==================== osc_freq_meter
osc_freq_meter/met2.png
Bar = 20 um.
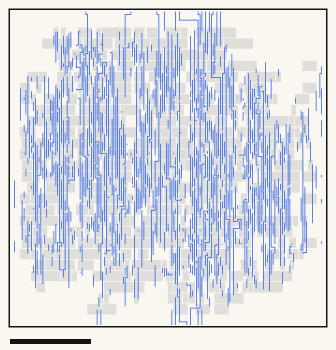
===== src/rtl/osc_freq_meter.sv =====
// Frequency meter for the gated ring oscillator: gates osc_en, counts synchronized osc_in rising edges over a window.
// Optional warm-up stage before counting is compiled in with FMETER_WARMUP_EN.
module osc_freq_meter #(
  parameter int CNT_W         = 16,
  parameter int WIN_W         = 16,
  parameter int WARMUP_CYCLES = 64
) (
  input  logic             clk,
  input  logic             rst_n,
  input  logic             start,
  input  logic [WIN_W-1:0] window,
  input  logic             osc_in,
  output logic             osc_en,
  output logic             busy,
  output logic [CNT_W-1:0] count,
  output logic             valid,
  output logic             ovf,
  output logic [1:0]       fsm_state
);

  // Handshake: start is a level sampled every clk; it is accepted only in IDLE or DONE
  // and ignored while busy. valid stays high in DONE until the next accepted start.
  localparam logic [1:0] IDLE    = 2'd0;
  localparam logic [1:0] MEASURE = 2'd2;
  localparam logic [1:0] DONE    = 2'd3;

`ifdef FMETER_WARMUP_EN
  localparam logic [1:0] WARMUP = 2'd1;
  localparam int         WARM_W = (WARMUP_CYCLES > 1) ? $clog2(WARMUP_CYCLES) : 1;
  logic [WARM_W-1:0] warm_cnt;
  logic [WIN_W-1:0]  win_q;
`else
  // Warm-up length has no effect when the warm-up stage is compiled out.
  if (WARMUP_CYCLES < 0) begin : g_no_warmup
  end
`endif

  logic [1:0]       state;
  logic             s1, s2, s3;
  logic             rise;
  logic [WIN_W-1:0] win_cnt;
  logic [CNT_W-1:0] count_q;
  logic             ovf_q;

  // Synchronizer runs in every state so s3 already tracks osc_in at MEASURE entry.
  always_ff @(posedge clk) begin
    if (!rst_n) begin
      s1 <= 1'b0;
      s2 <= 1'b0;
      s3 <= 1'b0;
    end else begin
      s1 <= osc_in;
      s2 <= s1;
      s3 <= s2;
    end
  end

  assign rise = s2 & ~s3;

  always_ff @(posedge clk) begin
    if (!rst_n) begin
      state   <= IDLE;
      win_cnt <= '0;
      count_q <= '0;
      ovf_q   <= 1'b0;
`ifdef FMETER_WARMUP_EN
      warm_cnt <= '0;
      win_q    <= '0;
`endif
    end else begin
      case (state)
        IDLE, DONE: begin
          if (start) begin
            count_q <= '0;
            ovf_q   <= 1'b0;
`ifdef FMETER_WARMUP_EN
            win_q    <= window;
            warm_cnt <= WARM_W'(WARMUP_CYCLES - 1);
            state    <= WARMUP;
`else
            win_cnt <= window;
            state   <= (window == '0) ? DONE : MEASURE;
`endif
          end
        end
`ifdef FMETER_WARMUP_EN
        WARMUP: begin
          if (warm_cnt == '0) begin
            win_cnt <= win_q;
            state   <= (win_q == '0) ? DONE : MEASURE;
          end else begin
            warm_cnt <= warm_cnt - WARM_W'(1);
          end
        end
`endif
        MEASURE: begin
          if (rise) begin
            if (&count_q) ovf_q <= 1'b1;
            else          count_q <= count_q + CNT_W'(1);
          end
          // win_cnt holds the MEASURE cycles still to run, including this one.
          if (win_cnt == WIN_W'(1)) state <= DONE;
          else                      win_cnt <= win_cnt - WIN_W'(1);
        end
        default: state <= IDLE;
      endcase
    end
  end

  assign busy      = (state != IDLE) && (state != DONE);
  assign osc_en    = busy;
  assign valid     = (state == DONE);
  assign count     = count_q;
  assign ovf       = ovf_q;
  assign fsm_state = state;

endmodule


===== config.mk =====
export PLATFORM = sky130hd
export DESIGN_NAME = osc_freq_meter
export DESIGN_NICKNAME = d
export VERILOG_FILES = /design/src/rtl/osc_freq_meter.sv
export SDC_FILE = /design/constraint.sdc
export NUM_CORES = 1
export LEC_CHECK = 0
export ABC_AREA = 1
export CAP_MARGIN = 20
export CORE_MARGIN = 2
export CORE_UTILIZATION = 49
export CTS_CLUSTER_DIAMETER = 30
export DETAILED_ROUTE_END_ITERATION = 8
export PLACE_DENSITY = 0.79
export REMOVE_ABC_BUFFERS = 1
export SLEW_MARGIN = 15
export SYNTH_ARGS = -nofsm -noshare
export SYNTH_HDL_FRONTEND = slang
export SYNTH_SLANG_ARGS = --single-unit

===== constraint.sdc =====
create_clock -name clk -period 1.6 [get_ports clk]
set_input_delay 0.16 -clock clk [delete_from_list [all_inputs] [get_ports clk]]
set_output_delay 0.16 -clock clk [all_outputs]
set_load 0.05 [all_outputs]

==> results_dict.tcl <==
# yosys + openroad results
set metrics [dict create \
    status "finished with violations" \
    netlist_top_cells_count "nand2_1 (122), nor2_1 (87), inv_1 (43)" \
    maxPowerGroup "combinational cells" \
    grt_max_degree 20 \
    post_cts_buffers 0 \
    ant_nets 0 \
    async_flop_share_pct 0 \
    hold_ws_ns 0.385 \
    hold_end "s1" \
    placedInstanceArea_sq_um 3320 \
    power_uw 6630 \
    clk-power_uw 729 \
    row_count 26 \
    flop_area_sq_um 768 \
    wire_per_inst_um 13.4 \
    clock_sinks 38 \
    sh_comb_area_pct 49.2 \
    drv_cap 0 \
    crit_cells 10 \
    netlist_area_sq_um 2660 \
    tap-cell-count 70 \
    ys_chip_area_sq_um 2660 \
    arrival_ns 1.92 \
    buf_share_pct 19.5 \
    max_slew_margin_pct 77.7 \
    fin_crit_ns 1.69 \
    ys_ff 38 \
    clk_share_pct 2.67 \
    crit_fanout 7 \
    synth.top_cells.by_area "dfxtp_1 (29%), nand2_1 (17%), nor2_1 (12%)" \
    wl_met1_mm 3.17 \
    holdPathStages 3 \
    synth-main-ff-cell "dfxtp_1" \
    violations "setup timing" \
    nNonClkBuffers 81 \
    cts_buffers 5 \
    worst_slack_ns -0.0934 \
    via_per_inst 5.21 \
    use_met3_pct 5.47 \
    setup_violations 22 \
    die_x_um 77.6 \
    worst_path_dominant_cell_family "simple AND/OR/NAND/NOR gates" \
    cp_slowest_stage_delay_ns 0.35 \
]
Notes on osc_freq_meter/met2.png above:
nets with wire on the layer = 448
longest straight run = 38.8 um
met2 Use GR: 47.5%
Vias: 3066

cells in the final DEF, fill, tap and decap left out, drive strengths merged, types with 12 or more instances in the layout:
master / n
nand3: 32
clkdlybuf4s50: 19
buf: 62
nand4: 12
nor2: 96
nand2: 129
a21oi: 27
inv: 52
o21ai: 18
dfxtp: 38
logic make-up after synthesis:
family | Yosys count | share of synthesized area, %
xor+xnor | 7 | 2.31
fa+ha+maj | 6 | 2.82
simple gates | 276 | 45.3
buf+inv | 66 | 10.4
compound gates | 50 | 10.5
flops | 38 | 28.6

==================== eth10_tx_frame_ser
eth10_tx_frame_ser/met1.png
Bar = 20 um.
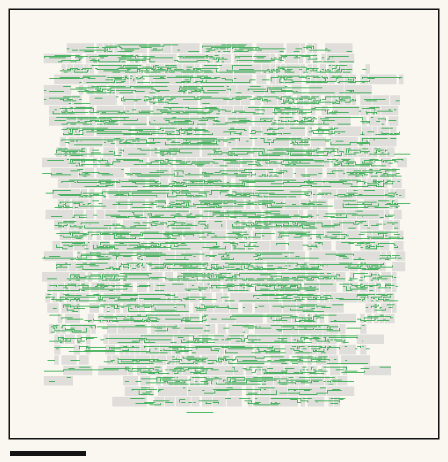
eth10_tx_frame_ser/met2.png
Bar = 20 um.
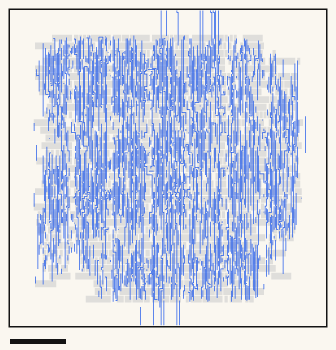
==> src/rtl/eth10_pkg.sv <==
// Shared state encoding, framing constants and counter helper for the 10BASE-T transmit serializer.
package eth10_pkg;

   typedef enum logic [2:0] {
      IDLE,
      PRE,
      SFD,
      DATA,
      PAD,
      FCS,
      IFG
   } state_t;

   localparam logic [7:0]  PREAMBLE_BYTE = 8'h55;
   localparam logic [7:0]  SFD_BYTE      = 8'hD5;
   localparam int          PRE_BYTES     = 7;
   localparam logic [31:0] CRC_POLY      = 32'hEDB88320;
   localparam logic [31:0] CRC_INIT      = 32'hFFFFFFFF;
   localparam int          FCS_BITS      = 32;

   function automatic logic [10:0] sat_inc(input logic [10:0] v);
      return (v == 11'h7FF) ? v : v + 11'd1;
   endfunction

endpackage

==> src/rtl/eth10_crc32_serial.sv <==
// Bit-serial reflected CRC-32; result visible one clock after each enabled bit.
// No backpressure: en qualifies each bit, init reloads the seed.
module eth10_crc32_serial
   import eth10_pkg::*;
(
   input  logic        clk,
   input  logic        rst,
   input  logic        init,
   input  logic        en,
   input  logic        bit_in,
   output logic [31:0] crc
);

   always_ff @(posedge clk) begin
      if (rst || init) begin
         crc <= CRC_INIT;
      end else if (en) begin
         crc <= (crc >> 1) ^ ((crc[0] ^ bit_in) ? CRC_POLY : 32'h0);
      end
   end

endmodule

==> src/rtl/eth10_tx_frame_ser.sv <==
// Byte stream to framed serial NRZ: first preamble bit one clock after in_valid seen in IDLE.
// in_ready pulses only at byte load points; a missing byte there aborts the frame (underrun).
module eth10_tx_frame_ser
   import eth10_pkg::*;
#(
   parameter int CLK_PER_BIT = 1,
   parameter int MIN_PAYLOAD = 60,
   parameter int IFG_BITS    = 96
)
(
   input  logic       clk,
   input  logic       rst,
   input  logic [7:0] in_data,
   input  logic       in_valid,
   input  logic       in_last,
   output logic       in_ready,
   output logic       TxData,
   output logic       tx_en,
   output logic       busy,
   output logic       underrun
);

   localparam logic [15:0] TICK_LAST = 16'(CLK_PER_BIT - 1);
   localparam logic [15:0] PRE_LAST  = 16'(PRE_BYTES * 8 - 1);
   localparam logic [15:0] FCS_LAST  = 16'(FCS_BITS - 1);
   localparam logic [15:0] IFG_LAST  = 16'(IFG_BITS - 1);
   localparam logic [10:0] MIN_CNT   = 11'(MIN_PAYLOAD);

   state_t      state, state_n;
   logic [15:0] tick_cnt, tick_cnt_n;
   logic [15:0] bit_cnt, bit_cnt_n;
   logic [7:0]  sh, sh_n;
   logic [10:0] byte_cnt, byte_cnt_n;
   logic        last_seen, last_seen_n;
   logic        underrun_n;
   logic        tick, load_pt, byte_end;
   logic        crc_en, crc_bit;
   logic [31:0] crc;

   assign tick     = (tick_cnt == TICK_LAST);
   assign byte_end = tick && (bit_cnt == 16'd7);
   assign load_pt  = byte_end && ((state == SFD) || (state == DATA && !last_seen));

   always_ff @(posedge clk) begin
      if (rst) begin
         state     <= IDLE;
         tick_cnt  <= '0;
         bit_cnt   <= '0;
         sh        <= '0;
         byte_cnt  <= '0;
         last_seen <= 1'b0;
         underrun  <= 1'b0;
      end else begin
         state     <= state_n;
         tick_cnt  <= tick_cnt_n;
         bit_cnt   <= bit_cnt_n;
         sh        <= sh_n;
         byte_cnt  <= byte_cnt_n;
         last_seen <= last_seen_n;
         underrun  <= underrun_n;
      end
   end

   always_comb begin
      state_n     = state;
      bit_cnt_n   = bit_cnt;
      sh_n        = sh;
      byte_cnt_n  = byte_cnt;
      last_seen_n = last_seen;
      underrun_n  = 1'b0;
      in_ready    = load_pt;
      tick_cnt_n  = (state == IDLE || tick) ? 16'd0 : tick_cnt + 16'd1;

      case (state)
         IDLE: begin
            if (in_valid) begin
               state_n     = PRE;
               bit_cnt_n   = '0;
               sh_n        = PREAMBLE_BYTE;
               byte_cnt_n  = '0;
               last_seen_n = 1'b0;
            end
         end
         PRE: begin
            if (tick) begin
               if (bit_cnt == PRE_LAST) begin
                  state_n   = SFD;
                  bit_cnt_n = '0;
                  sh_n      = SFD_BYTE;
               end else begin
                  bit_cnt_n = bit_cnt + 16'd1;
                  sh_n      = (bit_cnt[2:0] == 3'd7) ? PREAMBLE_BYTE : sh >> 1;
               end
            end
         end
         SFD, DATA: begin
            if (tick && !byte_end) begin
               bit_cnt_n = bit_cnt + 16'd1;
               sh_n      = sh >> 1;
            end else if (load_pt) begin
               bit_cnt_n = '0;
               if (in_valid) begin
                  state_n     = DATA;
                  sh_n        = in_data;
                  byte_cnt_n  = sat_inc(byte_cnt);
                  last_seen_n = in_last;
               end else begin
                  state_n    = IFG;
                  underrun_n = 1'b1;
               end
            end else if (byte_end) begin
               // Final byte done: byte_cnt already counts it, so it decides pad vs FCS.
               bit_cnt_n = '0;
               if (byte_cnt < MIN_CNT) begin
                  state_n    = PAD;
                  sh_n       = '0;
                  byte_cnt_n = sat_inc(byte_cnt);
               end else begin
                  state_n = FCS;
               end
            end
         end
         PAD: begin
            if (tick && !byte_end) begin
               bit_cnt_n = bit_cnt + 16'd1;
            end else if (byte_end) begin
               bit_cnt_n = '0;
               if (byte_cnt >= MIN_CNT) begin
                  state_n = FCS;
               end else begin
                  byte_cnt_n = sat_inc(byte_cnt);
               end
            end
         end
         FCS: begin
            if (tick) begin
               if (bit_cnt == FCS_LAST) begin
                  state_n   = IFG;
                  bit_cnt_n = '0;
               end else begin
                  bit_cnt_n = bit_cnt + 16'd1;
               end
            end
         end
         IFG: begin
            if (tick) begin
               if (bit_cnt == IFG_LAST) begin
                  state_n   = IDLE;
                  bit_cnt_n = '0;
               end else begin
                  bit_cnt_n = bit_cnt + 16'd1;
               end
            end
         end
         default: state_n = IDLE;
      endcase
   end

   // During FCS the register is fed its own LSB, which zeroes the feedback and turns it into a plain shifter.
   assign crc_en  = tick && (state == DATA || state == PAD || state == FCS);
   assign crc_bit = (state == FCS) ? crc[0] : sh[0];

   eth10_crc32_serial u_crc (
      .clk    (clk),
      .rst    (rst),
      .init   (state == SFD),
      .en     (crc_en),
      .bit_in (crc_bit),
      .crc    (crc)
   );

   assign tx_en  = (state == PRE) || (state == SFD) || (state == DATA) ||
                   (state == PAD) || (state == FCS);
   assign busy   = (state != IDLE);
   assign TxData = tx_en & ((state == FCS) ? ~crc[0] : sh[0]);

endmodule
==> config.mk <==
export PLATFORM = sky130hd
export DESIGN_NAME = eth10_tx_frame_ser
export DESIGN_NICKNAME = d
export VERILOG_FILES = /design/src/rtl/eth10_pkg.sv /design/src/rtl/eth10_crc32_serial.sv /design/src/rtl/eth10_tx_frame_ser.sv
export SDC_FILE = /design/constraint.sdc
export NUM_CORES = 1
export LEC_CHECK = 0
export ABC_AREA = 1
export CORE_MARGIN = 8
export CORE_UTILIZATION = 55
export DETAILED_ROUTE_END_ITERATION = 16
export PLACE_DENSITY = 0.76
export SYNTH_ARGS = -nofsm -noshare
export SYNTH_HDL_FRONTEND = slang
export SYNTH_SLANG_ARGS = --single-unit
==> constraint.sdc <==
create_clock -name clk -period 1.8 [get_ports clk]
set_clock_uncertainty 0.2 [all_clocks]
set_input_delay 0.18 -clock clk [delete_from_list [all_inputs] [get_ports clk]]
set_output_delay 0.18 -clock clk [all_outputs]
set_load 0.01 [all_outputs]
==> results_dict.tcl <==
# yosys + openroad results
set metrics [dict create \
    cts_buffer_depth 2 \
    largest_reg_flops 32 \
    violations "setup timing" \
    min_from "u_crc.crc[13]" \
    finalClockPeriodUsage_pct 123 \
    wl_met1_mm 7.01 \
    drcViolationCount 0 \
    required_ns 1.88 \
    fin_tns_setup_ns -15.48 \
    wire_per_inst_um 17.5 \
    worst_slack_ns -0.411 \
    p_leak_uw 0.00354 \
    timing.rr.start "bit_cnt[1]" \
    use_met3_pct 3.90 \
    status "finished with violations" \
    logic_gates 557 \
    synth_cell_types 41 \
    postSynthSeqShare_pct 34.8 \
    nNonClkBuffers 180 \
    ys_sh_simple_pct 35.6 \
    setup_violations 80 \
    fp_nets 783 \
    nClkBuffers 9 \
]
Notes on eth10_tx_frame_ser/met1.png above:
main direction = horizontal
share of all routed wire = 38%
final WL: 18.5 mm
met1 GRT Util: 24.6%
Vias: 6159

Notes on eth10_tx_frame_ser/met2.png above:
share of all routed wire = 49%
wire length on this layer = 9110 um
longest straight run = 37.4 um
nets with wire on the layer = 842
main direction = vertical
met2 Use GR: 42.4%

worst max-delay path, stage by stage, from the launching register on:
cell	delay, ns
dfxtp_2	0.40
ha_4	0.18
nand3_1	0.15
nor2_1	0.15
nand3_1	0.13
o21ai_2	0.14
nand2_2	0.16
nor2_2	0.16
buf_4	0.14
nand3_1	0.07
a21oi_1	0.22
Yosys cell counts, drive strengths merged (2+ instances only):
library cell	count
nand4	14
nand3	51
clkbuf	16
ha	6
a21oi	76
nor3	15
xnor2	5
nor3b	7
dfxtp	88
or2	2
clkinv	2
inv	97
buf	6
a31oi	2
and2	2
nor2	104
nand2	192
o211ai	11
o21ai	43
xor2	19

==================== demux_8bits_buffered
$ cat src/rtl/demux_8bits_buffered.sv
// demux_8bits_buffered: 1:2 word demux steering each word into a per-channel FIFO (sel=1 -> A, sel=0 -> B)
module demux_8bits_buffered #(
  parameter int WIDTH = 8,
  parameter int DEPTH = 2,
  parameter int LVL_W = 2,
  parameter int CNT_W = 8
) (
  input  logic             clk,
  input  logic             rst,
  input  logic [WIDTH-1:0] in_data,
  input  logic             in_sel,
  input  logic             in_valid,
  output logic             in_ready,
  output logic [WIDTH-1:0] a_data,
  output logic             a_valid,
  input  logic             a_ready,
  output logic [WIDTH-1:0] b_data,
  output logic             b_valid,
  input  logic             b_ready,
  output logic [LVL_W-1:0] a_level,
  output logic [LVL_W-1:0] b_level,
  output logic [CNT_W-1:0] a_count,
  output logic [CNT_W-1:0] b_count
);
  localparam int PW = $clog2(DEPTH);
  logic [WIDTH-1:0] mem_q [2][DEPTH];
  logic [WIDTH-1:0] mem_d [2][DEPTH];
  logic [PW-1:0]    wp_q [2];
  logic [PW-1:0]    wp_d [2];
  logic [PW-1:0]    rp_q [2];
  logic [PW-1:0]    rp_d [2];
  logic [LVL_W-1:0] lvl_q [2];
  logic [LVL_W-1:0] lvl_d [2];
  logic [CNT_W-1:0] cnt_q [2];
  logic [CNT_W-1:0] cnt_d [2];
  logic [1:0]       push, pop, rdy;
  // index 0 is channel A, index 1 is channel B; full is judged on level only, no same-cycle pop lookahead
  assign in_ready = in_sel ? (lvl_q[0] != LVL_W'(DEPTH)) : (lvl_q[1] != LVL_W'(DEPTH));
  assign rdy      = {b_ready, a_ready};
  assign push     = {in_valid & in_ready & ~in_sel, in_valid & in_ready & in_sel};
  assign pop      = {rdy[1] & (lvl_q[1] != '0), rdy[0] & (lvl_q[0] != '0)};
  always_comb begin
    mem_d = mem_q;
    wp_d  = wp_q;
    rp_d  = rp_q;
    lvl_d = lvl_q;
    cnt_d = cnt_q;
    for (int c = 0; c < 2; c++) begin
      if (push[c]) begin
        mem_d[c][wp_q[c]] = in_data;
        wp_d[c]           = wp_q[c] + 1'b1;
      end
      if (pop[c]) begin
        rp_d[c]  = rp_q[c] + 1'b1;
        cnt_d[c] = cnt_q[c] + 1'b1;
      end
      lvl_d[c] = lvl_q[c] + LVL_W'(push[c]) - LVL_W'(pop[c]);
    end
  end
  always_ff @(posedge clk or posedge rst) begin
    if (rst) begin
      for (int c = 0; c < 2; c++) begin
        for (int i = 0; i < DEPTH; i++) mem_q[c][i] <= '0;
        wp_q[c]  <= '0;
        rp_q[c]  <= '0;
        lvl_q[c] <= '0;
        cnt_q[c] <= '0;
      end
    end else begin
      mem_q <= mem_d;
      wp_q  <= wp_d;
      rp_q  <= rp_d;
      lvl_q <= lvl_d;
      cnt_q <= cnt_d;
    end
  end
  assign a_data  = mem_q[0][rp_q[0]];
  assign b_data  = mem_q[1][rp_q[1]];
  assign a_valid = lvl_q[0] != '0;
  assign b_valid = lvl_q[1] != '0;
  assign a_level = lvl_q[0];
  assign b_level = lvl_q[1];
  assign a_count = cnt_q[0];
  assign b_count = cnt_q[1];
endmodule
$ cat config.mk
export PLATFORM = sky130hd
export DESIGN_NAME = demux_8bits_buffered
export DESIGN_NICKNAME = d
export VERILOG_FILES = /design/src/rtl/demux_8bits_buffered.sv
export SDC_FILE = /design/constraint.sdc
export NUM_CORES = 1
export LEC_CHECK = 0
export ABC_AREA = 1
export CAP_MARGIN = 10
export CELL_PAD_IN_SITES_DETAIL_PLACEMENT = 0
export CELL_PAD_IN_SITES_GLOBAL_PLACEMENT = 1
export CORE_MARGIN = 2
export CORE_UTILIZATION = 40
export CTS_BUF_LIST = sky130_fd_sc_hd__clkbuf_8
export DETAILED_ROUTE_END_ITERATION = 8
export PLACE_DENSITY_LB_ADDON = 0.1
export SKIP_CTS_REPAIR_TIMING = 1
export SLEW_MARGIN = 5
export SYNTH_ARGS = -nofsm -noshare
export SYNTH_HDL_FRONTEND = slang
export SYNTH_SLANG_ARGS = --single-unit
$ cat constraint.sdc
create_clock -name clk -period 2.1 [get_ports clk]
set_clock_uncertainty 0.2 [all_clocks]
set_input_delay 0.21 -clock clk [delete_from_list [all_inputs] [get_ports clk]]
set_output_delay 0.21 -clock clk [all_outputs]
set_load 0.05 [all_outputs]
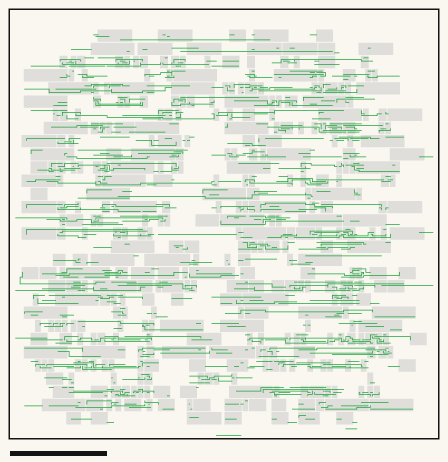
demux_8bits_buffered/met1.png
Bar = 20 um.
nets with wire on the layer = 381
main direction = horizontal

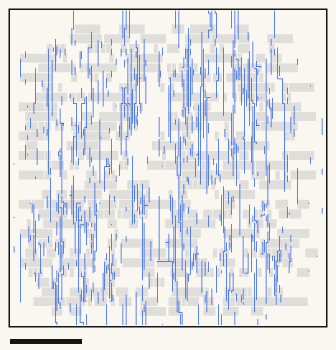
demux_8bits_buffered/met2.png
Bar = 20 um.
longest straight run = 35.0 um
share of all routed wire = 44%
nets with wire on the layer = 309

==> results_dict.tcl <==
# yosys + openroad results
set metrics [dict create \
    grt_use_met1_pct 25.9 \
    dp_hpwl_mm 4.33 \
    lay_top_cells "nand2_1 (129), inv_1 (52), dfrtp_1 (52)" \
    ys_chip_area_sq_um 2840 \
    row_count 30 \
    die_x_um 88.2 \
    arrival_ns 1.59 \
    timing.final.hold_violations 13 \
    dr.pass1.iters 5 \
    clock_sinks 56 \
    fin_cells 501 \
    logic_gates 230 \
    buf_share_pct 20.0 \
    synth.top_cells.by_area "dfrtp_1 (49%), nand2_1 (17%), inv_1 (6.7%)" \
    wire_per_inst_um 12.2 \
    area_growth_syn_to_layout_pct 31.2 \
    ys_sh_simple_pct 22.8 \
    violations "hold timing" \
    yosysMostFrequentCell "nand2_1" \
    fp_nets 370 \
    largestClassByArea "registers" \
    gr-max-usage-layer "met2" \
    worst-path-buf-inv 1 \
    layout-drive-gt1-share_pct 10.6 \
    synthAoiAreaFrac_pct 11.4 \
    final_nets 424 \
    clk_share_pct 2.28 \
    crit_fanout 6 \
    fin_crit_ns 2.00 \
    via_per_inst 4.58 \
    hold_ws_ns -0.0300 \
    status "finished with violations" \
    mi_logic_area_sq_um 1170 \
    worst_pin_slew_ns 0.557 \
    fp_util_pct 41.6 \
]
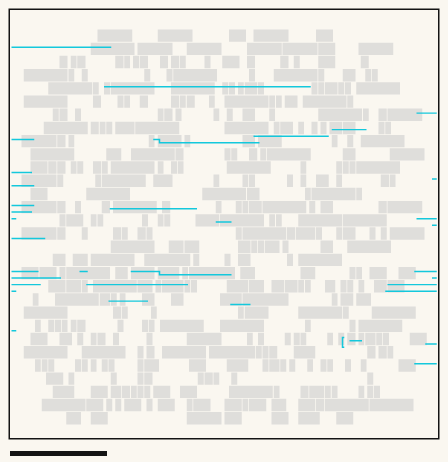
demux_8bits_buffered/met3.png
Bar = 20 um.
longest straight run = 42.3 um
wire length on this layer = 279 um
main direction = horizontal
Vias: 2295
grt met3 use: 3.82%

==> metrics by stage <==
stage / setup TNS, ns / setup WS [ns] / area, sq um
5_1_grt: 0 / 0.0127 / 3720
2_1_floorplan: -0.341 / -0.0854 / 2840
3_3_place_gp: 0 / 0.109 / 3640
3_5_place_dp: 0 / 0.0850 / 3640
4_1_cts: 0 / 0.0692 / 3720
6_report: 0 / 0.100 / 3720
==> state kept, by name, summed over array words and instances (netlist names) <==
| register | flops |
|---|---|
| a_count | 8 |
| mem_q | 32 |
| b_level | 2 |
| b_count | 8 |
| rp_q | 2 |
| a_level | 2 |
| wp_q | 2 |

==================== alu_arbiter
alu_arbiter/met1.png
Bar = 50 um.
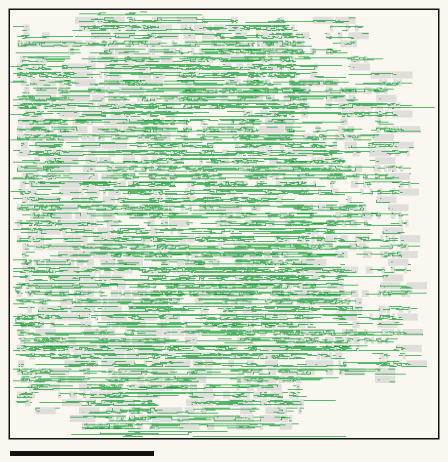
alu_arbiter/met2.png
Bar = 50 um.
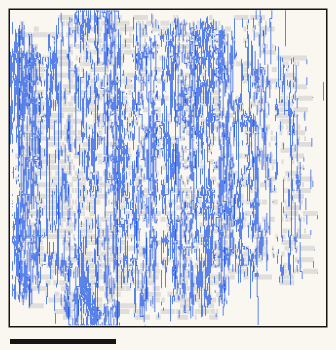
--- src/rtl/alu_arbiter_pkg.sv ---
// Shared definitions for the two-port ALU arbiter: opcodes, FSM states, opcode legality.
package alu_arbiter_pkg;

  localparam logic [2:0] ALU_AND = 3'b000;
  localparam logic [2:0] ALU_OR  = 3'b001;
  localparam logic [2:0] ALU_ADD = 3'b010;
  localparam logic [2:0] ALU_SUB = 3'b110;
  localparam logic [2:0] ALU_SLT = 3'b111;

  typedef enum logic [1:0] {
    S_IDLE = 2'b00,
    S_EXEC = 2'b01,
    S_RESP = 2'b10
  } state_e;

  function automatic logic op_illegal(input logic [2:0] op);
    return !(op inside {ALU_AND, ALU_OR, ALU_ADD, ALU_SUB, ALU_SLT});
  endfunction

endpackage

--- src/rtl/alu_arbiter_alu.sv ---
// Combinational ALU: and/or/add/sub/signed-slt; unsupported opcodes yield zero.
module alu_arbiter_alu
  import alu_arbiter_pkg::*;
#(
  parameter int unsigned WIDTH = 32,
  parameter int unsigned OP_W  = 3
) (
  input  logic [WIDTH-1:0] a_i,
  input  logic [WIDTH-1:0] b_i,
  input  logic [OP_W-1:0]  op_i,
  output logic [WIDTH-1:0] result_o,
  output logic             zero_o
);

  always_comb begin
    result_o = '0;
    case (op_i)
      ALU_AND: result_o = a_i & b_i;
      ALU_OR:  result_o = a_i | b_i;
      ALU_ADD: result_o = a_i + b_i;
      ALU_SUB: result_o = a_i - b_i;
      ALU_SLT: result_o = {{(WIDTH-1){1'b0}}, ($signed(a_i) < $signed(b_i))};
      default: result_o = '0;
    endcase
  end

  assign zero_o = (result_o == '0);

endmodule

--- src/rtl/alu_arbiter.sv ---
// Round-robin arbiter sharing one ALU between two requesters, one operation in flight.
module alu_arbiter
  import alu_arbiter_pkg::*;
#(
  parameter int unsigned WIDTH = 32,
  parameter int unsigned OP_W  = 3
) (
  input  logic             clk,
  input  logic             reset,
  input  logic             req0_valid,
  input  logic [WIDTH-1:0] req0_a,
  input  logic [WIDTH-1:0] req0_b,
  input  logic [OP_W-1:0]  req0_op,
  output logic             req0_ready,
  input  logic             req1_valid,
  input  logic [WIDTH-1:0] req1_a,
  input  logic [WIDTH-1:0] req1_b,
  input  logic [OP_W-1:0]  req1_op,
  output logic             req1_ready,
  output logic             resp0_valid,
  output logic             resp1_valid,
  output logic [WIDTH-1:0] resp_result,
  output logic             resp_zero,
  output logic             resp_err,
  output logic             busy
);

  state_e           state_q, state_d;
  logic             ptr_q, ptr_d;
  logic             gnt_id_q;
  logic [WIDTH-1:0] a_q, b_q;
  logic [OP_W-1:0]  op_q;
  logic [WIDTH-1:0] result_q;
  logic             zero_q, err_q;
  logic [WIDTH-1:0] alu_result;
  logic             alu_zero;
  logic             gnt_id;
  logic             accept;

  // Pointer-preferred port wins if valid, otherwise the other one.
  assign gnt_id = ptr_q ? req1_valid : !req0_valid;

  always_comb begin
    state_d    = state_q;
    ptr_d      = ptr_q;
    req0_ready = 1'b0;
    req1_ready = 1'b0;
    unique case (state_q)
      S_IDLE: begin
        if ((req0_valid || req1_valid) && !reset) begin
          req0_ready = !gnt_id;
          req1_ready = gnt_id;
          state_d    = S_EXEC;
        end
      end
      S_EXEC: state_d = S_RESP;
      S_RESP: begin
        ptr_d   = !gnt_id_q;
        state_d = S_IDLE;
      end
      default: state_d = S_IDLE;
    endcase
  end

  assign accept = req0_ready || req1_ready;

  always_ff @(posedge clk) begin
    if (reset) begin
      state_q  <= S_IDLE;
      ptr_q    <= 1'b0;
      gnt_id_q <= 1'b0;
      a_q      <= '0;
      b_q      <= '0;
      op_q     <= '0;
    end else begin
      state_q <= state_d;
      ptr_q   <= ptr_d;
      if (accept) begin
        gnt_id_q <= gnt_id;
        a_q      <= gnt_id ? req1_a  : req0_a;
        b_q      <= gnt_id ? req1_b  : req0_b;
        op_q     <= gnt_id ? req1_op : req0_op;
      end
    end
  end

  alu_arbiter_alu #(
    .WIDTH (WIDTH),
    .OP_W  (OP_W)
  ) u_alu (
    .a_i      (a_q),
    .b_i      (b_q),
    .op_i     (op_q),
    .result_o (alu_result),
    .zero_o   (alu_zero)
  );

  always_ff @(posedge clk) begin
    if (reset) begin
      result_q <= '0;
      zero_q   <= 1'b0;
      err_q    <= 1'b0;
    end else if (state_q == S_EXEC) begin
      result_q <= alu_result;
      zero_q   <= alu_zero;
      err_q    <= op_illegal(op_q);
    end
  end

  // Gated by reset so an op interrupted in RESP never reports.
  assign resp0_valid = (state_q == S_RESP) && !gnt_id_q && !reset;
  assign resp1_valid = (state_q == S_RESP) && gnt_id_q && !reset;
  assign resp_result = result_q;
  assign resp_zero   = zero_q;
  assign resp_err    = err_q;
  assign busy        = (state_q != S_IDLE);

endmodule

--- config.mk ---
export PLATFORM = sky130hd
export DESIGN_NAME = alu_arbiter
export DESIGN_NICKNAME = d
export VERILOG_FILES = /design/src/rtl/alu_arbiter_pkg.sv /design/src/rtl/alu_arbiter_alu.sv /design/src/rtl/alu_arbiter.sv
export SDC_FILE = /design/constraint.sdc
export NUM_CORES = 1
export LEC_CHECK = 0
export ABC_CLOCK_PERIOD_IN_PS = 3650
export CORE_MARGIN = 2
export CORE_UTILIZATION = 45
export CTS_CLUSTER_DIAMETER = 150
export CTS_CLUSTER_SIZE = 20
export DETAILED_ROUTE_END_ITERATION = 12
export DONT_BUFFER_PORTS = 1
export PLACE_DENSITY = 0.72
export SYNTH_ARGS = -nofsm -noshare
export SYNTH_HDL_FRONTEND = slang
export SYNTH_HIERARCHICAL = 1
export SYNTH_SLANG_ARGS = --single-unit
--- constraint.sdc ---
create_clock -name clk -period 3.65 [get_ports clk]
set_clock_uncertainty 0.15 [all_clocks]
set_input_delay 0.5475 -clock clk [delete_from_list [all_inputs] [get_ports clk]]
set_output_delay 0.5475 -clock clk [all_outputs]
set_load 0.05 [all_outputs]
==> results_dict.tcl <==
# yosys + openroad results
set metrics [dict create \
    cp_slowest_stage_delay_ns 0.41 \
    top_area_share_pct 22.2 \
    via_per_inst 6.15 \
    violations "setup timing" \
    dr.pass1.iters 5 \
    row_count 53 \
    power_uw 4630 \
    worst_pin_slew_ns 0.888 \
    critPathLaunchType "flip-flop" \
    holdPathStages 1 \
    wire_per_inst_um 21.8 \
    status "finished with violations" \
    worst_slack_ns -0.343 \
    setup_violations 1 \
    mux_area_share_pct 0.740 \
]
About alu_arbiter/met1.png:
share of all routed wire = 46%
wire length on this layer = 17100 um

About alu_arbiter/met2.png:
nets with wire on the layer = 1303
wire length on this layer = 14800 um
share of all routed wire = 40%

power groups by stage:
stage               Sequential [uW]  Clock, uW  Combinational, uW
floorplan                      1370          0               1180
CTS                            1360       1030               2080
detailed placement             1390          0               2060
finish                         1360       1020               2250
global route                   1370       1060               2410
global placement               1380          0               2050
area by class of cell:
| cell class | count | area (sq um) |
|---|---|---|
| inverter | 100 | 375 |
| fill | 2021 | 9010 |
| tap | 275 | 344 |
| clock inverter | 6 | 61.3 |
| timing repair buffer | 240 | 1820 |
| sequential | 105 | 2110 |
| clock buffer | 10 | 229 |
| multi-input combinational | 966 | 6870 |

==================== instr_encoder_flat
instr_encoder_flat/met1.png
Bar = 20 um.
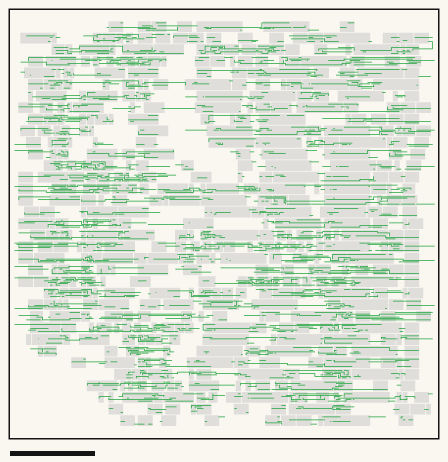
instr_encoder_flat/met2.png
Bar = 20 um.
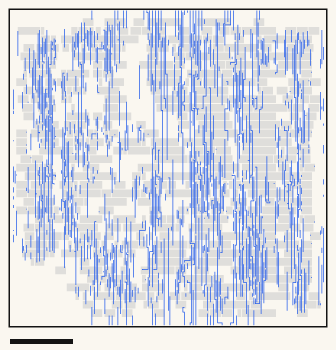
[src/rtl/instr_encoder_if.sv]
// Request/response bundle of the RV32I instruction encoder: decoded fields in,
// encoded word plus instruction-memory write address out.
interface instr_encoder_if;
    logic        in_valid;
    logic        in_ready;
    logic [6:0]  op;
    logic [4:0]  rd;
    logic [4:0]  rs1;
    logic [4:0]  rs2;
    logic [2:0]  funct3;
    logic [6:0]  funct7;
    logic [31:0] imm;
    logic        out_valid;
    logic        out_ready;
    logic [31:0] instr;
    logic [31:0] addr;

    modport master (
        output in_valid, op, rd, rs1, rs2, funct3, funct7, imm, out_ready,
        input  in_ready, out_valid, instr, addr
    );

    modport slave (
        input  in_valid, op, rd, rs1, rs2, funct3, funct7, imm, out_ready,
        output in_ready, out_valid, instr, addr
    );
endinterface

[src/rtl/instr_encoder.sv]
// Assembles RV32I words from decoded fields into a 2-entry FIFO drained with a write address.
// Define INSTR_ENCODER_UTYPE_EN to accept LUI/AUIPC; otherwise they count as illegal.
module instr_encoder #(
    parameter logic [31:0] BASE_ADDR = 32'h0000_0000,
    parameter int          CNT_W     = 8
) (
    input  logic             clk,
    input  logic             rst,
    input  logic             clr,
    instr_encoder_if.slave   bus,
    output logic             err,
    output logic [CNT_W-1:0] illegal_cnt
);

    localparam logic [6:0] OP_R     = 7'b0110011;
    localparam logic [6:0] OP_I_ALU = 7'b0010011;
    localparam logic [6:0] OP_LOAD  = 7'b0000011;
    localparam logic [6:0] OP_S     = 7'b0100011;
    localparam logic [6:0] OP_B     = 7'b1100011;
    localparam logic [6:0] OP_J     = 7'b1101111;
`ifdef INSTR_ENCODER_UTYPE_EN
    localparam logic [6:0] OP_LUI   = 7'b0110111;
    localparam logic [6:0] OP_AUIPC = 7'b0010111;
`endif

    logic [31:0] mem [2];
    logic        wr_ptr;
    logic        rd_ptr;
    logic [1:0]  count;
    logic [31:0] addr_q;

    logic        legal;
    logic [31:0] word;
    logic        accept;
    logic        push;
    logic        pop;

    // NOTE: every variable assigned in always_comb gets a default first so no latch is inferred.
    always_comb begin
        legal = 1'b1;
        word  = '0;
        case (bus.op)
            OP_R:
                word = {bus.funct7, bus.rs2, bus.rs1, bus.funct3, bus.rd, bus.op};
            OP_I_ALU, OP_LOAD:
                word = {bus.imm[11:0], bus.rs1, bus.funct3, bus.rd, bus.op};
            OP_S:
                word = {bus.imm[11:5], bus.rs2, bus.rs1, bus.funct3, bus.imm[4:0], bus.op};
            OP_B:
                word = {bus.imm[12], bus.imm[10:5], bus.rs2, bus.rs1, bus.funct3,
                        bus.imm[4:1], bus.imm[11], bus.op};
            OP_J:
                word = {bus.imm[20], bus.imm[10:1], bus.imm[11], bus.imm[19:12], bus.rd, bus.op};
`ifdef INSTR_ENCODER_UTYPE_EN
            OP_LUI, OP_AUIPC:
                word = {bus.imm[31:12], bus.rd, bus.op};
`endif
            default:
                legal = 1'b0;
        endcase
    end

    // in_ready depends only on registered count, never on out_ready.
    assign bus.in_ready  = (count != 2'd2);
    assign bus.out_valid = (count != 2'd0);
    assign bus.instr     = bus.out_valid ? mem[rd_ptr] : 32'h0;
    assign bus.addr      = addr_q;

    assign accept = bus.in_valid && bus.in_ready;
    assign push   = accept && legal && !clr;
    assign pop    = bus.out_valid && bus.out_ready;

    // NOTE: the storage array has no reset; count gates every read, so stale entries are never visible.
    always_ff @(posedge clk) begin
        if (push) begin
            mem[wr_ptr] <= word;
        end
    end

    // NOTE: sequential state uses non-blocking assignments so all updates see pre-edge values.
    always_ff @(posedge clk) begin
        if (rst || clr) begin
            wr_ptr      <= 1'b0;
            rd_ptr      <= 1'b0;
            count       <= 2'd0;
            addr_q      <= BASE_ADDR;
            err         <= 1'b0;
            illegal_cnt <= '0;
        end else begin
            if (push) begin
                wr_ptr <= ~wr_ptr;
            end
            if (pop) begin
                rd_ptr <= ~rd_ptr;
                addr_q <= addr_q + 32'd4;
            end
            case ({push, pop})
                2'b10:   count <= count + 2'd1;
                2'b01:   count <= count - 2'd1;
                default: count <= count;
            endcase
            if (accept && !legal) begin
                err <= 1'b1;
                if (illegal_cnt != '1) begin
                    illegal_cnt <= illegal_cnt + CNT_W'(1);
                end
            end
        end
    end

endmodule

[src/flat_wrapper.sv]
// flat-port wrapper written by rule: the top's interface ports become plain ports
module instr_encoder_flat 
#(
    parameter logic [31:0] BASE_ADDR = 32'h0000_0000,
    parameter int          CNT_W     = 8
)
  (clk, rst, clr, err, illegal_cnt, bus_in_valid, bus_op, bus_rd, bus_rs1, bus_rs2, bus_funct3, bus_funct7, bus_imm, bus_out_ready, bus_in_ready, bus_out_valid, bus_instr, bus_addr);
  instr_encoder_if bus_i ();
  input  logic clk;
  input  logic rst;
  input  logic clr;
  output logic err;
  output logic [CNT_W-1:0] illegal_cnt;
  input wire logic [$bits(bus_i.in_valid)-1:0] bus_in_valid;
  input wire logic [$bits(bus_i.op)-1:0] bus_op;
  input wire logic [$bits(bus_i.rd)-1:0] bus_rd;
  input wire logic [$bits(bus_i.rs1)-1:0] bus_rs1;
  input wire logic [$bits(bus_i.rs2)-1:0] bus_rs2;
  input wire logic [$bits(bus_i.funct3)-1:0] bus_funct3;
  input wire logic [$bits(bus_i.funct7)-1:0] bus_funct7;
  input wire logic [$bits(bus_i.imm)-1:0] bus_imm;
  input wire logic [$bits(bus_i.out_ready)-1:0] bus_out_ready;
  output wire logic [$bits(bus_i.in_ready)-1:0] bus_in_ready;
  output wire logic [$bits(bus_i.out_valid)-1:0] bus_out_valid;
  output wire logic [$bits(bus_i.instr)-1:0] bus_instr;
  output wire logic [$bits(bus_i.addr)-1:0] bus_addr;
  assign bus_i.in_valid = bus_in_valid;
  assign bus_i.op = bus_op;
  assign bus_i.rd = bus_rd;
  assign bus_i.rs1 = bus_rs1;
  assign bus_i.rs2 = bus_rs2;
  assign bus_i.funct3 = bus_funct3;
  assign bus_i.funct7 = bus_funct7;
  assign bus_i.imm = bus_imm;
  assign bus_i.out_ready = bus_out_ready;
  assign bus_in_ready = bus_i.in_ready;
  assign bus_out_valid = bus_i.out_valid;
  assign bus_instr = bus_i.instr;
  assign bus_addr = bus_i.addr;
  instr_encoder #(.BASE_ADDR(BASE_ADDR), .CNT_W(CNT_W)) u_core (.clk(clk), .rst(rst), .clr(clr), .bus(bus_i), .err(err), .illegal_cnt(illegal_cnt));
endmodule
[config.mk]
export PLATFORM = sky130hd
export DESIGN_NAME = instr_encoder_flat
export DESIGN_NICKNAME = d
export VERILOG_FILES = /design/src/rtl/instr_encoder_if.sv /design/src/rtl/instr_encoder.sv /design/src/flat_wrapper.sv
export SDC_FILE = /design/constraint.sdc
export NUM_CORES = 1
export LEC_CHECK = 0
export CORE_MARGIN = 1.5
export CORE_UTILIZATION = 51
export DETAILED_ROUTE_END_ITERATION = 12
export GPL_ROUTABILITY_DRIVEN = 0
export PLACE_DENSITY = 0.83
export REMOVE_ABC_BUFFERS = 1
export SYNTH_ARGS = -nofsm -noshare
export SYNTH_HDL_FRONTEND = slang
export SYNTH_SLANG_ARGS = --single-unit
[constraint.sdc]
create_clock -name clk -period 6.8 [get_ports clk]
set_input_delay 1.02 -clock clk [delete_from_list [all_inputs] [get_ports clk]]
set_output_delay 1.02 -clock clk [all_outputs]
set_load 0.02 [all_outputs]
==> results_dict.tcl <==
# yosys + openroad results
set metrics [dict create \
    clk-power_uw 354 \
    row_count 35 \
    fp_util_pct 52.4 \
    fp.coreArea_sq_um 9240 \
    yosys.area.top_type "edfxtp_1" \
    r2r_end "u_core.mem[0][27]" \
    netlist_area_sq_um 4840 \
    setup_violations 0 \
    fin_crit_ns 3.73 \
    ys_chip_area_sq_um 4840 \
    top_layer "met4" \
    comb_cell_power_uw 63.2 \
    status "finished clean" \
    final_core_utilization_pct 69.5 \
    largest_register "u_core.mem" \
    endpoint "u_core.mem[0][27]" \
    fin_cells 693 \
    fp.dieH_um 100 \
    worst_pin_slew_ns 1.01 \
    synth_area_per_cell_sq_um 11.2 \
    clockPowerShare_pct 32.0 \
    via_per_inst 5.42 \
]
## Picture notes: instr_encoder_flat/met1.png
longest straight run = 26.2 um
share of all routed wire = 43%
nets with wire on the layer = 551
final WL: 11.3 mm
met1 GRT Util: 29.1%
Vias: 3758

## Picture notes: instr_encoder_flat/met2.png
share of all routed wire = 48%
longest straight run = 35.2 um

worst max-delay path, stage by stage:
cell and delay, ns:
clkdlybuf4s50_1 0.53, or3_1 0.45, or2_0 0.44, a211oi_4 0.38, inv_1 0.13, nor2_4 0.74
layout make-up:
| type | count | area, sq um |
|---|---|---|
| sequential | 108 | 2800 |
| fill | 697 | 2810 |
| tap | 129 | 161 |
| clock inverter | 7 | 51.3 |
| timing repair buffer | 132 | 1320 |
| inverter | 7 | 26.3 |
| clock buffer | 9 | 124 |
| multi-input combinational | 301 | 1940 |

==================== vga_vram_arbiter
==> config.mk <==
export PLATFORM = sky130hd
export DESIGN_NAME = vga_vram_arbiter
export DESIGN_NICKNAME = d
export VERILOG_FILES = /design/src/rtl/vga_vram_arbiter.sv
export SDC_FILE = /design/constraint.sdc
export NUM_CORES = 1
export LEC_CHECK = 0
export CAP_MARGIN = 20
export CORE_UTILIZATION = 42
export CTS_CLUSTER_DIAMETER = 30
export DETAILED_ROUTE_END_ITERATION = 12
export GPL_TIMING_DRIVEN = 0
export PLACE_DENSITY_LB_ADDON = 0.3
export SYNTH_ARGS = -nofsm -noshare
export SYNTH_HDL_FRONTEND = slang
export SYNTH_SLANG_ARGS = --single-unit
==> constraint.sdc <==
create_clock -name clk -period 2.29 [get_ports clk]
set_clock_uncertainty 0.15 [all_clocks]
set_input_delay 0.3435 -clock clk [delete_from_list [all_inputs] [get_ports clk]]
set_output_delay 0.3435 -clock clk [all_outputs]
set_load 0.05 [all_outputs]
==> src/rtl/vga_vram_arbiter.sv <==
// Single-port VRAM arbiter: display scan-out fetches always win, host
// accesses use idle slots through a req/ack handshake with a starvation flag.
module vga_vram_arbiter #(
   parameter int ADDR_W     = 14,
   parameter int DATA_W     = 8,
   parameter int STARVE_LIM = 64
) (
   input  logic              clk,
   input  logic              reset,
   input  logic              disp_req,
   input  logic [ADDR_W-1:0] disp_addr,
   output logic              disp_valid,
   output logic [DATA_W-1:0] disp_data,
   input  logic              host_req,
   input  logic              host_we,
   input  logic [ADDR_W-1:0] host_addr,
   input  logic [DATA_W-1:0] host_wdata,
   output logic              host_ack,
   output logic              host_rvalid,
   output logic [DATA_W-1:0] host_rdata,
   output logic              host_starved,
   output logic              ram_en,
   output logic              ram_we,
   output logic [ADDR_W-1:0] ram_addr,
   output logic [DATA_W-1:0] ram_wdata,
   input  logic [DATA_W-1:0] ram_rdata
);

   localparam logic [7:0] LIM = 8'(STARVE_LIM);

   typedef enum logic {H_IDLE, H_ACK} host_state_t;

   host_state_t       state_reg, state_next;
   logic              grant_disp, grant_host;
   logic [7:0]        wait_cnt_reg, wait_cnt_next;
   logic              starved_reg, starved_next;
   logic              ram_en_reg, ram_we_reg;
   logic [ADDR_W-1:0] ram_addr_reg;
   logic [DATA_W-1:0] ram_wdata_reg;
   logic              tag_disp_reg, tag_host_reg;
   logic              disp_valid_reg, host_rvalid_reg;
   logic [DATA_W-1:0] disp_hold_reg, host_hold_reg;

   always_comb begin
      grant_disp    = disp_req;
      grant_host    = !disp_req && (state_reg == H_IDLE) && host_req;
      state_next    = state_reg;
      wait_cnt_next = wait_cnt_reg;
      starved_next  = starved_reg;

      case (state_reg)
         H_IDLE:  if (grant_host) state_next = H_ACK;
         default: state_next = H_IDLE;
      endcase

      // Only waits lost to the display count; the H_ACK cycle simply holds.
      if (grant_host || !host_req)
         wait_cnt_next = 8'd0;
      else if ((state_reg == H_IDLE) && disp_req && (wait_cnt_reg != 8'hFF))
         wait_cnt_next = wait_cnt_reg + 8'd1;

      if (grant_host)
         starved_next = 1'b0;
      else if (wait_cnt_next >= LIM)
         starved_next = 1'b1;
   end

   always_ff @(posedge clk or negedge reset) begin
      if (!reset) begin
         state_reg       <= H_IDLE;
         wait_cnt_reg    <= 8'd0;
         starved_reg     <= 1'b0;
         ram_en_reg      <= 1'b0;
         ram_we_reg      <= 1'b0;
         ram_addr_reg    <= '0;
         ram_wdata_reg   <= '0;
         tag_disp_reg    <= 1'b0;
         tag_host_reg    <= 1'b0;
         disp_valid_reg  <= 1'b0;
         host_rvalid_reg <= 1'b0;
         disp_hold_reg   <= '0;
         host_hold_reg   <= '0;
      end else begin
         state_reg    <= state_next;
         wait_cnt_reg <= wait_cnt_next;
         starved_reg  <= starved_next;
         ram_en_reg   <= grant_disp || grant_host;
         ram_we_reg   <= grant_host && host_we;
         if (grant_disp)
            ram_addr_reg <= disp_addr;
         else if (grant_host) begin
            ram_addr_reg  <= host_addr;
            ram_wdata_reg <= host_wdata;
         end
         // Tags ride with the command cycle, valids with the data cycle.
         tag_disp_reg    <= grant_disp;
         tag_host_reg    <= grant_host && !host_we;
         disp_valid_reg  <= tag_disp_reg;
         host_rvalid_reg <= tag_host_reg;
         if (disp_valid_reg)  disp_hold_reg <= ram_rdata;
         if (host_rvalid_reg) host_hold_reg <= ram_rdata;
      end
   end

   assign ram_en       = ram_en_reg;
   assign ram_we       = ram_we_reg;
   assign ram_addr     = ram_addr_reg;
   assign ram_wdata    = ram_wdata_reg;
   assign host_ack     = (state_reg == H_ACK);
   assign host_starved = starved_reg;
   assign disp_valid   = disp_valid_reg;
   assign host_rvalid  = host_rvalid_reg;
   assign disp_data    = disp_valid_reg  ? ram_rdata : disp_hold_reg;
   assign host_rdata   = host_rvalid_reg ? ram_rdata : host_hold_reg;

endmodule

==> results_dict.tcl <==
# yosys + openroad results
set metrics [dict create \
    crit_start "disp_valid" \
    worst_pin_slew_ns 0.520 \
    wire_per_inst_um 14.0 \
    wl_met1_mm 1.95 \
    final_core_utilization_pct 65.3 \
    top_layer "met4" \
    mi_logic_area_sq_um 817 \
    fin_cells 343 \
    die_x_um 74.6 \
    crit_cells 2 \
    antenna_found_initial 0 \
    largest_reg_flops 14 \
    ant_nets 0 \
    setup_violations 0 \
    synth_cell_types 30 \
    cts_buffer_depth 2 \
    cts_buffers 5 \
    timing.final.hold_violations 0 \
    synth_area_per_cell_sq_um 12.8 \
    r2r_end "host_starved" \
    via_per_inst 4.90 \
    fmax_mhz 461 \
    dr_wl_met3_um 425 \
    status "finished clean" \
    fill_cells 418 \
]
## cell type report
type / count / area share [%]
clock buffer: 7 / 2.60
timing repair buffer: 94 / 28.1
multi-input combinational: 108 / 24.7
buffer: 5 / 0.642
sequential: 54 / 40.8
tap: 70 / 2.64
clock inverter: 1 / 0.151
inverter: 4 / 0.453
## what timing repair did
action | 4_1_cts | 5_1_grt
gates cloned | 0 | 0
setup endpoints to repair | 16 | 2
gates resized | 16 | 2
hold endpoints to repair | 16 | 0
pin swaps | 0 | 0
setup buffers | 0 | 0
hold buffers | 1 | 0
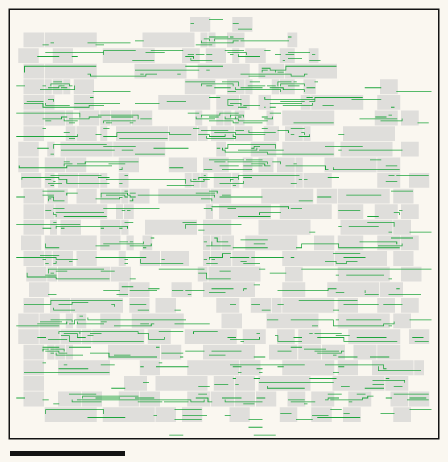
vga_vram_arbiter/met1.png
Bar = 20 um.
share of all routed wire = 41%
nets with wire on the layer = 268
longest straight run = 22.5 um
final WL: 4.81 mm
met1 GRT Util: 21.7%
Vias: 1682

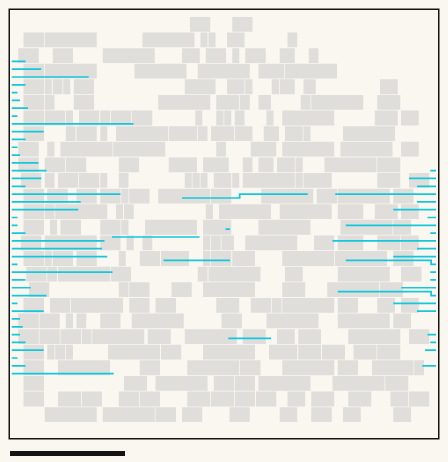
vga_vram_arbiter/met3.png
Bar = 20 um.
share of all routed wire = 8.9%
wire length on this layer = 426 um
nets with wire on the layer = 65
main direction = horizontal
longest straight run = 20.9 um
grt met3 use: 7.05%



==> notes/layouts.md <==
Pictures saved along the way, in no particular order.

Routing congestion.
picture 1
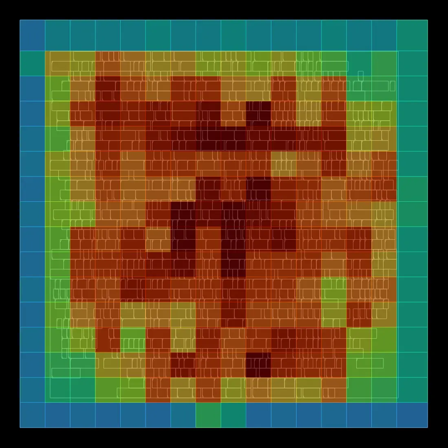
picture 2
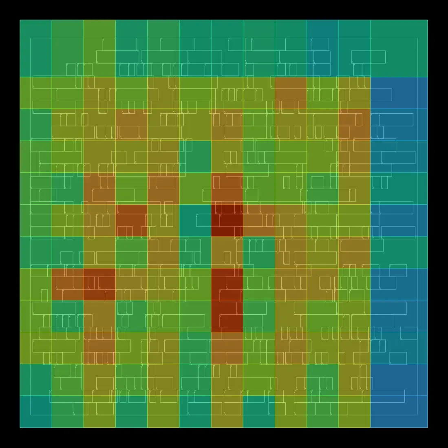
picture 3
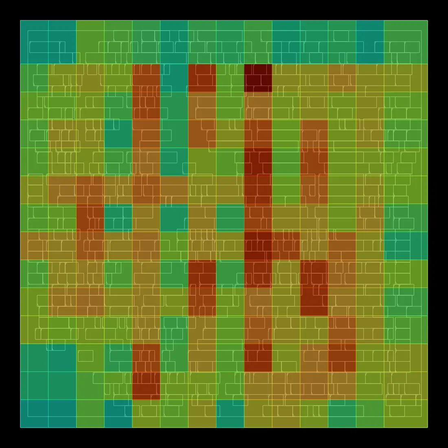
picture 4
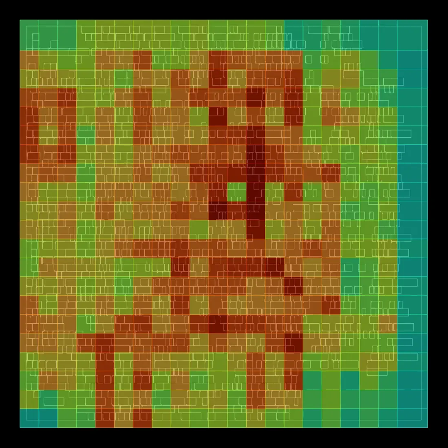
picture 5
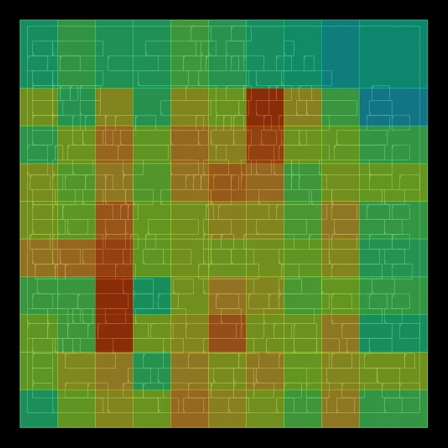
picture 6
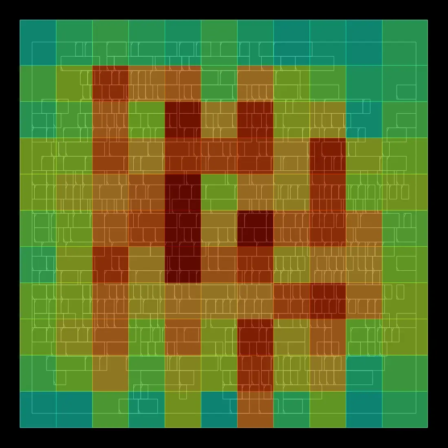
Picture 1 comes from eth10_tx_frame_ser.
Picture 2 comes from demux_8bits_buffered.
Picture 6 comes from osc_freq_meter.
Picture 5 comes from vga_vram_arbiter.
Picture 4 comes from alu_arbiter.
Picture 3 comes from instr_encoder_flat.

Power figures rest on the tool's default switching activity, not on a simulated workload.
